=== bus_sequencer_flat ===
Fig. 1: bus_sequencer_flat, gate-type map
Drawn at 4 px/µm.
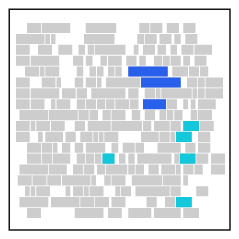

`src/rtl/wf8_pkg.sv`:
```
// rtl/wf8_pkg.sv - shared constants and state encoding for the bus sequencer
package wf8_pkg;

  localparam int DATA_W   = 8;
  localparam int NUM_REGS = 8;

  localparam logic [1:0] OP_MOV = 2'b00;
  localparam logic [1:0] OP_ALU = 2'b01;
  localparam logic [1:0] OP_LDI = 2'b10;
  localparam logic [1:0] OP_NOP = 2'b11;

  localparam logic [2:0] ALU_PASS = 3'd7;
  localparam logic [2:0] ACC_IDX  = 3'd7;

  typedef enum logic [2:0] {
    IDLE,
    XFER,
    ALU_RD,
    ALU_WB,
    IMM_WAIT,
    IMM_WR
  } state_t;

endpackage

```
`src/rtl/bus_sequencer_if.sv`:
```
// rtl/bus_sequencer_if.sv - fetch handshake and datapath control bundle
interface bus_sequencer_if;
  import wf8_pkg::*;

  logic                instr_valid;
  logic [DATA_W-1:0]   instr_data;
  logic                instr_ready;
  logic [NUM_REGS-1:0] xxx_write_en;
  logic [NUM_REGS-1:0] xxx_read_en;
  logic                imm_drive;
  logic [DATA_W-1:0]   imm_data;
  logic                alu_b_load;
  logic [2:0]          alu_op;
  logic                busy;

  modport master (
    output instr_valid, instr_data,
    input  instr_ready, xxx_write_en, xxx_read_en, imm_drive, imm_data,
    input  alu_b_load, alu_op, busy
  );

  modport slave (
    input  instr_valid, instr_data,
    output instr_ready, xxx_write_en, xxx_read_en, imm_drive, imm_data,
    output alu_b_load, alu_op, busy
  );

endinterface

```
`src/rtl/bus_sequencer_idx_decode.sv`:
```
// rtl/bus_sequencer_idx_decode.sv - 3-bit index plus enable to 8-bit one-hot
module idx_decode (
  input  logic       en,
  input  logic [2:0] idx,
  output logic [7:0] onehot
);

  assign onehot = en ? (8'd1 << idx) : 8'd0;

endmodule

```
`src/rtl/bus_sequencer.sv`:
```
// rtl/bus_sequencer.sv - byte-stream instruction sequencer driving register file, immediate and ALU strobes
module bus_sequencer
  import wf8_pkg::*;
(
  input  logic          clk,
  input  logic          rst,
  bus_sequencer_if.slave bus
);

  state_t            state, state_n;
  logic [2:0]        rd_q, rd_n;
  logic [2:0]        rs_q, rs_n;
  logic [2:0]        func_q, func_n;
  logic [DATA_W-1:0] imm_q, imm_n;

  logic       accept;
  logic       rd_strobe;
  logic       wr_strobe;
  logic [2:0] wr_idx;
  logic       imm_drive_c;
  logic       b_load_c;

  assign bus.instr_ready = (state == IDLE) || (state == IMM_WAIT);
  assign accept          = bus.instr_valid && bus.instr_ready;

  always_ff @(posedge clk) begin
    if (rst) begin
      state  <= IDLE;
      rd_q   <= 3'd0;
      rs_q   <= 3'd0;
      func_q <= 3'd0;
      imm_q  <= '0;
    end else begin
      state  <= state_n;
      rd_q   <= rd_n;
      rs_q   <= rs_n;
      func_q <= func_n;
      imm_q  <= imm_n;
    end
  end

  // Strobes are pure decodes of the registered state, so they land one cycle after acceptance.
  always_comb begin
    state_n     = state;
    rd_n        = rd_q;
    rs_n        = rs_q;
    func_n      = func_q;
    imm_n       = imm_q;
    rd_strobe   = 1'b0;
    wr_strobe   = 1'b0;
    wr_idx      = rd_q;
    imm_drive_c = 1'b0;
    b_load_c    = 1'b0;

    case (state)
      IDLE: begin
        if (accept) begin
          case (bus.instr_data[7:6])
            OP_MOV: begin
              rs_n = bus.instr_data[2:0];
              // A move into the accumulator has to go through the ALU as PASS B.
              if (bus.instr_data[5:3] == ACC_IDX) begin
                func_n  = ALU_PASS;
                state_n = ALU_RD;
              end else begin
                rd_n    = bus.instr_data[5:3];
                state_n = XFER;
              end
            end
            OP_ALU: begin
              func_n  = bus.instr_data[5:3];
              rs_n    = bus.instr_data[2:0];
              state_n = ALU_RD;
            end
            OP_LDI: begin
              rd_n    = bus.instr_data[5:3];
              func_n  = ALU_PASS;
              state_n = IMM_WAIT;
            end
            OP_NOP: ;
            default: ;
          endcase
        end
      end
      XFER: begin
        rd_strobe = (rs_q != rd_q);
        wr_strobe = (rs_q != rd_q);
        state_n   = IDLE;
      end
      ALU_RD: begin
        rd_strobe = 1'b1;
        b_load_c  = 1'b1;
        state_n   = ALU_WB;
      end
      ALU_WB: begin
        wr_strobe = 1'b1;
        wr_idx    = ACC_IDX;
        state_n   = IDLE;
      end
      IMM_WAIT: begin
        if (accept) begin
          imm_n   = bus.instr_data;
          state_n = IMM_WR;
        end
      end
      IMM_WR: begin
        imm_drive_c = 1'b1;
        if (rd_q == ACC_IDX) begin
          b_load_c = 1'b1;
          state_n  = ALU_WB;
        end else begin
          wr_strobe = 1'b1;
          state_n   = IDLE;
        end
      end
      default: state_n = IDLE;
    endcase
  end

  idx_decode u_read_dec (
    .en     (rd_strobe),
    .idx    (rs_q),
    .onehot (bus.xxx_read_en)
  );

  idx_decode u_write_dec (
    .en     (wr_strobe),
    .idx    (wr_idx),
    .onehot (bus.xxx_write_en)
  );

  assign bus.imm_drive  = imm_drive_c;
  assign bus.alu_b_load = b_load_c;
  assign bus.alu_op     = func_q;
  assign bus.imm_data   = imm_q;
  assign bus.busy       = (state != IDLE);

endmodule

```
`src/flat_wrapper.sv`:
```
// flat-port wrapper written by rule: the top's interface ports become plain ports
module bus_sequencer_flat import wf8_pkg::*;
  (clk, rst, bus_instr_valid, bus_instr_data, bus_instr_ready, bus_xxx_write_en, bus_xxx_read_en, bus_imm_drive, bus_imm_data, bus_alu_b_load, bus_alu_op, bus_busy);
  bus_sequencer_if bus_i ();
  input  logic clk;
  input  logic rst;
  input wire logic [$bits(bus_i.instr_valid)-1:0] bus_instr_valid;
  input wire logic [$bits(bus_i.instr_data)-1:0] bus_instr_data;
  output wire logic [$bits(bus_i.instr_ready)-1:0] bus_instr_ready;
  output wire logic [$bits(bus_i.xxx_write_en)-1:0] bus_xxx_write_en;
  output wire logic [$bits(bus_i.xxx_read_en)-1:0] bus_xxx_read_en;
  output wire logic [$bits(bus_i.imm_drive)-1:0] bus_imm_drive;
  output wire logic [$bits(bus_i.imm_data)-1:0] bus_imm_data;
  output wire logic [$bits(bus_i.alu_b_load)-1:0] bus_alu_b_load;
  output wire logic [$bits(bus_i.alu_op)-1:0] bus_alu_op;
  output wire logic [$bits(bus_i.busy)-1:0] bus_busy;
  assign bus_i.instr_valid = bus_instr_valid;
  assign bus_i.instr_data = bus_instr_data;
  assign bus_instr_ready = bus_i.instr_ready;
  assign bus_xxx_write_en = bus_i.xxx_write_en;
  assign bus_xxx_read_en = bus_i.xxx_read_en;
  assign bus_imm_drive = bus_i.imm_drive;
  assign bus_imm_data = bus_i.imm_data;
  assign bus_alu_b_load = bus_i.alu_b_load;
  assign bus_alu_op = bus_i.alu_op;
  assign bus_busy = bus_i.busy;
  bus_sequencer u_core (.clk(clk), .rst(rst), .bus(bus_i));
endmodule
```
`config.mk`:
```
export PLATFORM = sky130hd
export DESIGN_NAME = bus_sequencer_flat
export DESIGN_NICKNAME = d
export VERILOG_FILES = /design/src/rtl/wf8_pkg.sv /design/src/rtl/bus_sequencer_if.sv /design/src/rtl/bus_sequencer_idx_decode.sv /design/src/rtl/bus_sequencer.sv /design/src/flat_wrapper.sv
export SDC_FILE = /design/constraint.sdc
export NUM_CORES = 1
export LEC_CHECK = 0
export CORE_UTILIZATION = 45
export DETAILED_ROUTE_END_ITERATION = 10
export HOLD_SLACK_MARGIN = 0.08
export PLACE_DENSITY = 0.8
export SYNTH_ARGS = -nofsm -noshare
export SYNTH_HDL_FRONTEND = slang
export SYNTH_SLANG_ARGS = --single-unit
```
`constraint.sdc`:
```
create_clock -name clk -period 2.3 [get_ports clk]
set_clock_uncertainty 0.1 [all_clocks]
set_input_delay 0.345 -clock clk [delete_from_list [all_inputs] [get_ports clk]]
set_output_delay 0.345 -clock clk [all_outputs]
set_load 0.005 [all_outputs]
```
=== regfile_dump_reader ===
[src/rtl/regfile_dump_reader.sv]
// Register-file dump sequencer: walks an index range on one read port
// and streams {index, word} pairs out over a valid/ready handshake.
module regfile_dump_reader #(
  parameter int DATA_W  = 32,
  parameter int ADDR_W  = 5,
  parameter bit SKIP_R0 = 1'b0
) (
  input  logic              Clk,
  input  logic              Rst_n,
  input  logic              start,
  input  logic              abort,
  input  logic [ADDR_W-1:0] first_reg,
  input  logic [ADDR_W-1:0] last_reg,
  output logic [ADDR_W-1:0] select_reg_A,
  input  logic [DATA_W-1:0] data_mux_A,
  output logic              out_valid,
  input  logic              out_ready,
  output logic [ADDR_W-1:0] out_index,
  output logic [DATA_W-1:0] out_data,
  output logic              busy,
  output logic              done
);

  typedef enum logic [1:0] {
    IDLE,
    RUN,
    DRAIN
  } state_t;

  state_t            state;
  logic [ADDR_W-1:0] cur;
  logic [ADDR_W:0]   remaining;
  logic [ADDR_W-1:0] span;
  logic              slot_free;
  logic              skip;
  logic              last;

  assign span      = last_reg - first_reg;
  assign slot_free = !out_valid || out_ready;
  assign skip      = SKIP_R0 && (cur == '0);
  assign last      = (remaining == (ADDR_W+1)'(1));

  // The read port follows the walk pointer, so data_mux_A is settled
  // a full cycle before it is captured.
  assign select_reg_A = cur;

  always_ff @(posedge Clk) begin
    if (!Rst_n) begin
      state     <= IDLE;
      cur       <= '0;
      remaining <= '0;
      out_valid <= 1'b0;
      out_index <= '0;
      out_data  <= '0;
      busy      <= 1'b0;
      done      <= 1'b0;
    end else begin
      done <= 1'b0;
      unique case (state)
        IDLE: begin
          if (start) begin
            cur       <= first_reg;
            remaining <= {1'b0, span} + (ADDR_W+1)'(1);
            busy      <= 1'b1;
            state     <= RUN;
          end
        end
        RUN: begin
          if (out_valid && out_ready) out_valid <= 1'b0;
          if (abort) begin
            state <= DRAIN;
          end else if (skip || slot_free) begin
            // r0 is stepped over without occupying the output slot
            if (!skip) begin
              out_valid <= 1'b1;
              out_index <= cur;
              out_data  <= data_mux_A;
            end
            cur       <= cur + ADDR_W'(1);
            remaining <= remaining - (ADDR_W+1)'(1);
            if (last) state <= DRAIN;
          end
        end
        DRAIN: begin
          if (slot_free) begin
            out_valid <= 1'b0;
            done      <= 1'b1;
            busy      <= 1'b0;
            state     <= IDLE;
          end
        end
        default: state <= IDLE;
      endcase
    end
  end

endmodule

[config.mk]
export PLATFORM = sky130hd
export DESIGN_NAME = regfile_dump_reader
export DESIGN_NICKNAME = d
export VERILOG_FILES = /design/src/rtl/regfile_dump_reader.sv
export SDC_FILE = /design/constraint.sdc
export NUM_CORES = 1
export LEC_CHECK = 0
export ABC_AREA = 1
export CORE_ASPECT_RATIO = 0.5
export CORE_MARGIN = 2
export CORE_UTILIZATION = 40
export CTS_CLUSTER_SIZE = 20
export DETAILED_ROUTE_END_ITERATION = 12
export PLACE_DENSITY = 0.82
export SYNTH_ARGS = -nofsm -noshare
export SYNTH_HDL_FRONTEND = slang
export SYNTH_SLANG_ARGS = --single-unit
[constraint.sdc]
create_clock -name Clk -period 1.8 [get_ports Clk]
set_input_delay 0.45 -clock Clk [delete_from_list [all_inputs] [get_ports Clk]]
set_output_delay 0.45 -clock Clk [all_outputs]
set_load 0.05 [all_outputs]
Fig. 2: bus_sequencer_flat, routing congestion
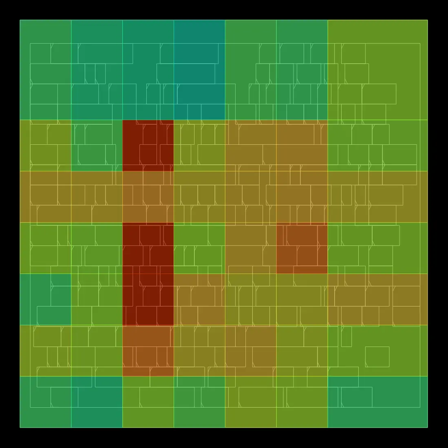
met2 usage: 43.6%
Wirelength per Cell: 14.1 µm
utilization after layout: 76.5%
GRT Overall Usage: 23.7%

About Fig. 1:
XOR/XNOR gates -> blue  # cells 3, most used xor2_4
AND-OR and OR-AND gates -> cyan  # cells 5, most used o2111a_1
Comb/total area: 44.5%
Top cell excl fill/tap: clkdlybuf4s50_1
final std cells w/o fill: 235

==> Changelog: implementation, bus_sequencer_flat <==
## Implementation

* Largest net degree at the start of global routing at 16
* Post-synth top cells: 20 x dfxtp_1, 13 x nor2_1, 11 x mux2i_1
* Yosys cell types at 37
* Logic pwr share at 34.9%
* Num sequential at 20
* Vias in the first global route at 1193
* Data buffer area share at 28.5%
* Port Buf Inserts at 41
* Seq power at 0.388 mW
* Clock Power at 0.201 mW
* P per Cell Area at 460 nW/µm²
* Yosys chip area at 1260 µm²
* Critical path type: register to output pin
* Asr flop ratio synth at 0%
* Sequential cell fraction of total power at 42.9%
* Sw Ratio at 30.7%
* Number of cells in Yosys stat at 152
* Max-area cell share at 31.9%
* Cell Chain, Critical Path: buf_4, and3b_2, a41oi_2, inv_1, clkdlybuf4s50_1
* Top logic family: simple AND/OR/NAND/NOR gates
* Setup bufs post-CTS at 2
* IO Pins at 42
* Via density at 5.70
* End of the critical path: bus_alu_b_load
* Flop share of the area at 21.5%
* Initial antenna violation count at 0
* Cell with the most instances after synthesis: dfxtp_1
* M1 GR Usage at 28.4%
* Synth area leaders: dfxtp_1 32%, mux2i_1 8.8%, nand2b_1 4.5%
* Die H at 54.8 µm
* Placed Area at 1790 µm²
* Biggest consumer: sequential cells
* Number of fill cells in the layout at 177
* Yosys warnings at 0
* Status: finished clean
* Hold Buf Count CTS at 0
* Crit start category: register
Fig. 3: regfile_dump_reader, gate-type map
Drawn at 3 px/µm.
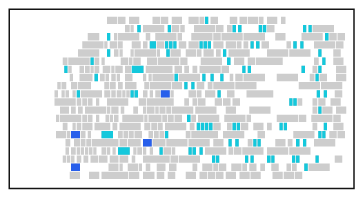
XOR/XNOR gates -> blue  # cells 4
NOR gates -> cyan  # cells 87, most used nor2_1
Top cell excl fill/tap: nor2_1
final std cells w/o fill: 511
Comb/total area: 35.1%

==> Changelog: implementation, regfile_dump_reader <==
## Implementation

* Reg-to-Reg End: select_reg_A[3]$_SDFFE_PN0P_
* Wire length on met3 at 223 µm
* Row count at 20
* Most Crowded Layer GR: met2
* Tcrit/Tclk final at 97.2%
* Number of cells in Yosys stat at 333
* Max-slew violations at 0
* Yosys chip area at 2440 µm²
* Clock network area share at 3.97%
* DRT iter0 DRCs at 162
* Number of max-cap violations at 0
* Period minus WS final at 1.75 ns
* Status: finished clean
* CTS tree: done
* Crit Path Max Fanout at 5
* Utilization after layout at 60.1%
* Setup TNS at 0 ns
* Crit start category: input pin
* Worst Tran Pin Value at 0.319 ns


==> notes/layouts.md <==
Pictures saved along the way, in no particular order.

A small window of the routed layout.
panel A
Region (73, 32) to (98, 57) µm. Cells in grey, sequential cells in the stronger grey; small squares are vias.
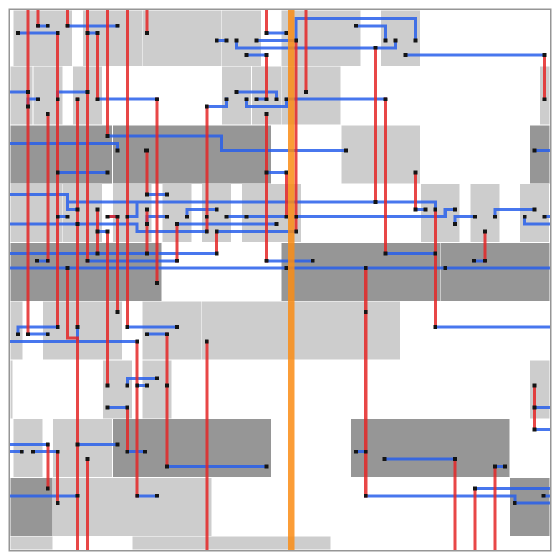
panel B
Region (29, 29) to (54, 54) µm. Cells in grey, sequential cells in the stronger grey; small squares are vias.
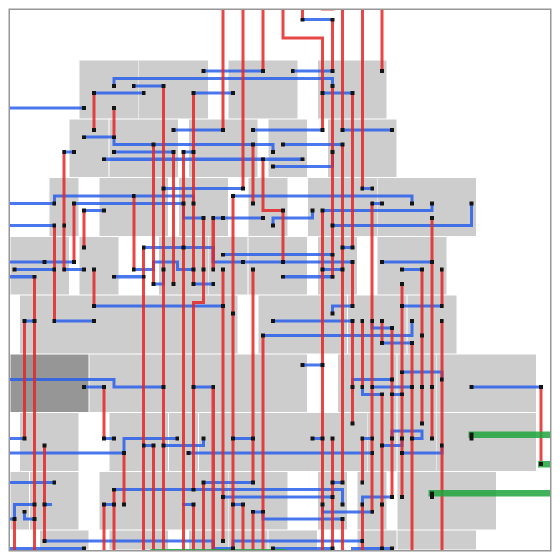
Panel A comes from regfile_dump_reader.
Panel B comes from bus_sequencer_flat.

Key to panel A:
met1 -> blue
met4 -> orange
met2 -> red
sequential cells in the window = 7
cells with their middle in the window = 38
netlist names of flops here include = out_data (7)
most frequent = nor2_1 (11), dfxtp_1 (7)

No activity file was given, so power comes from the tool's default toggle rates.
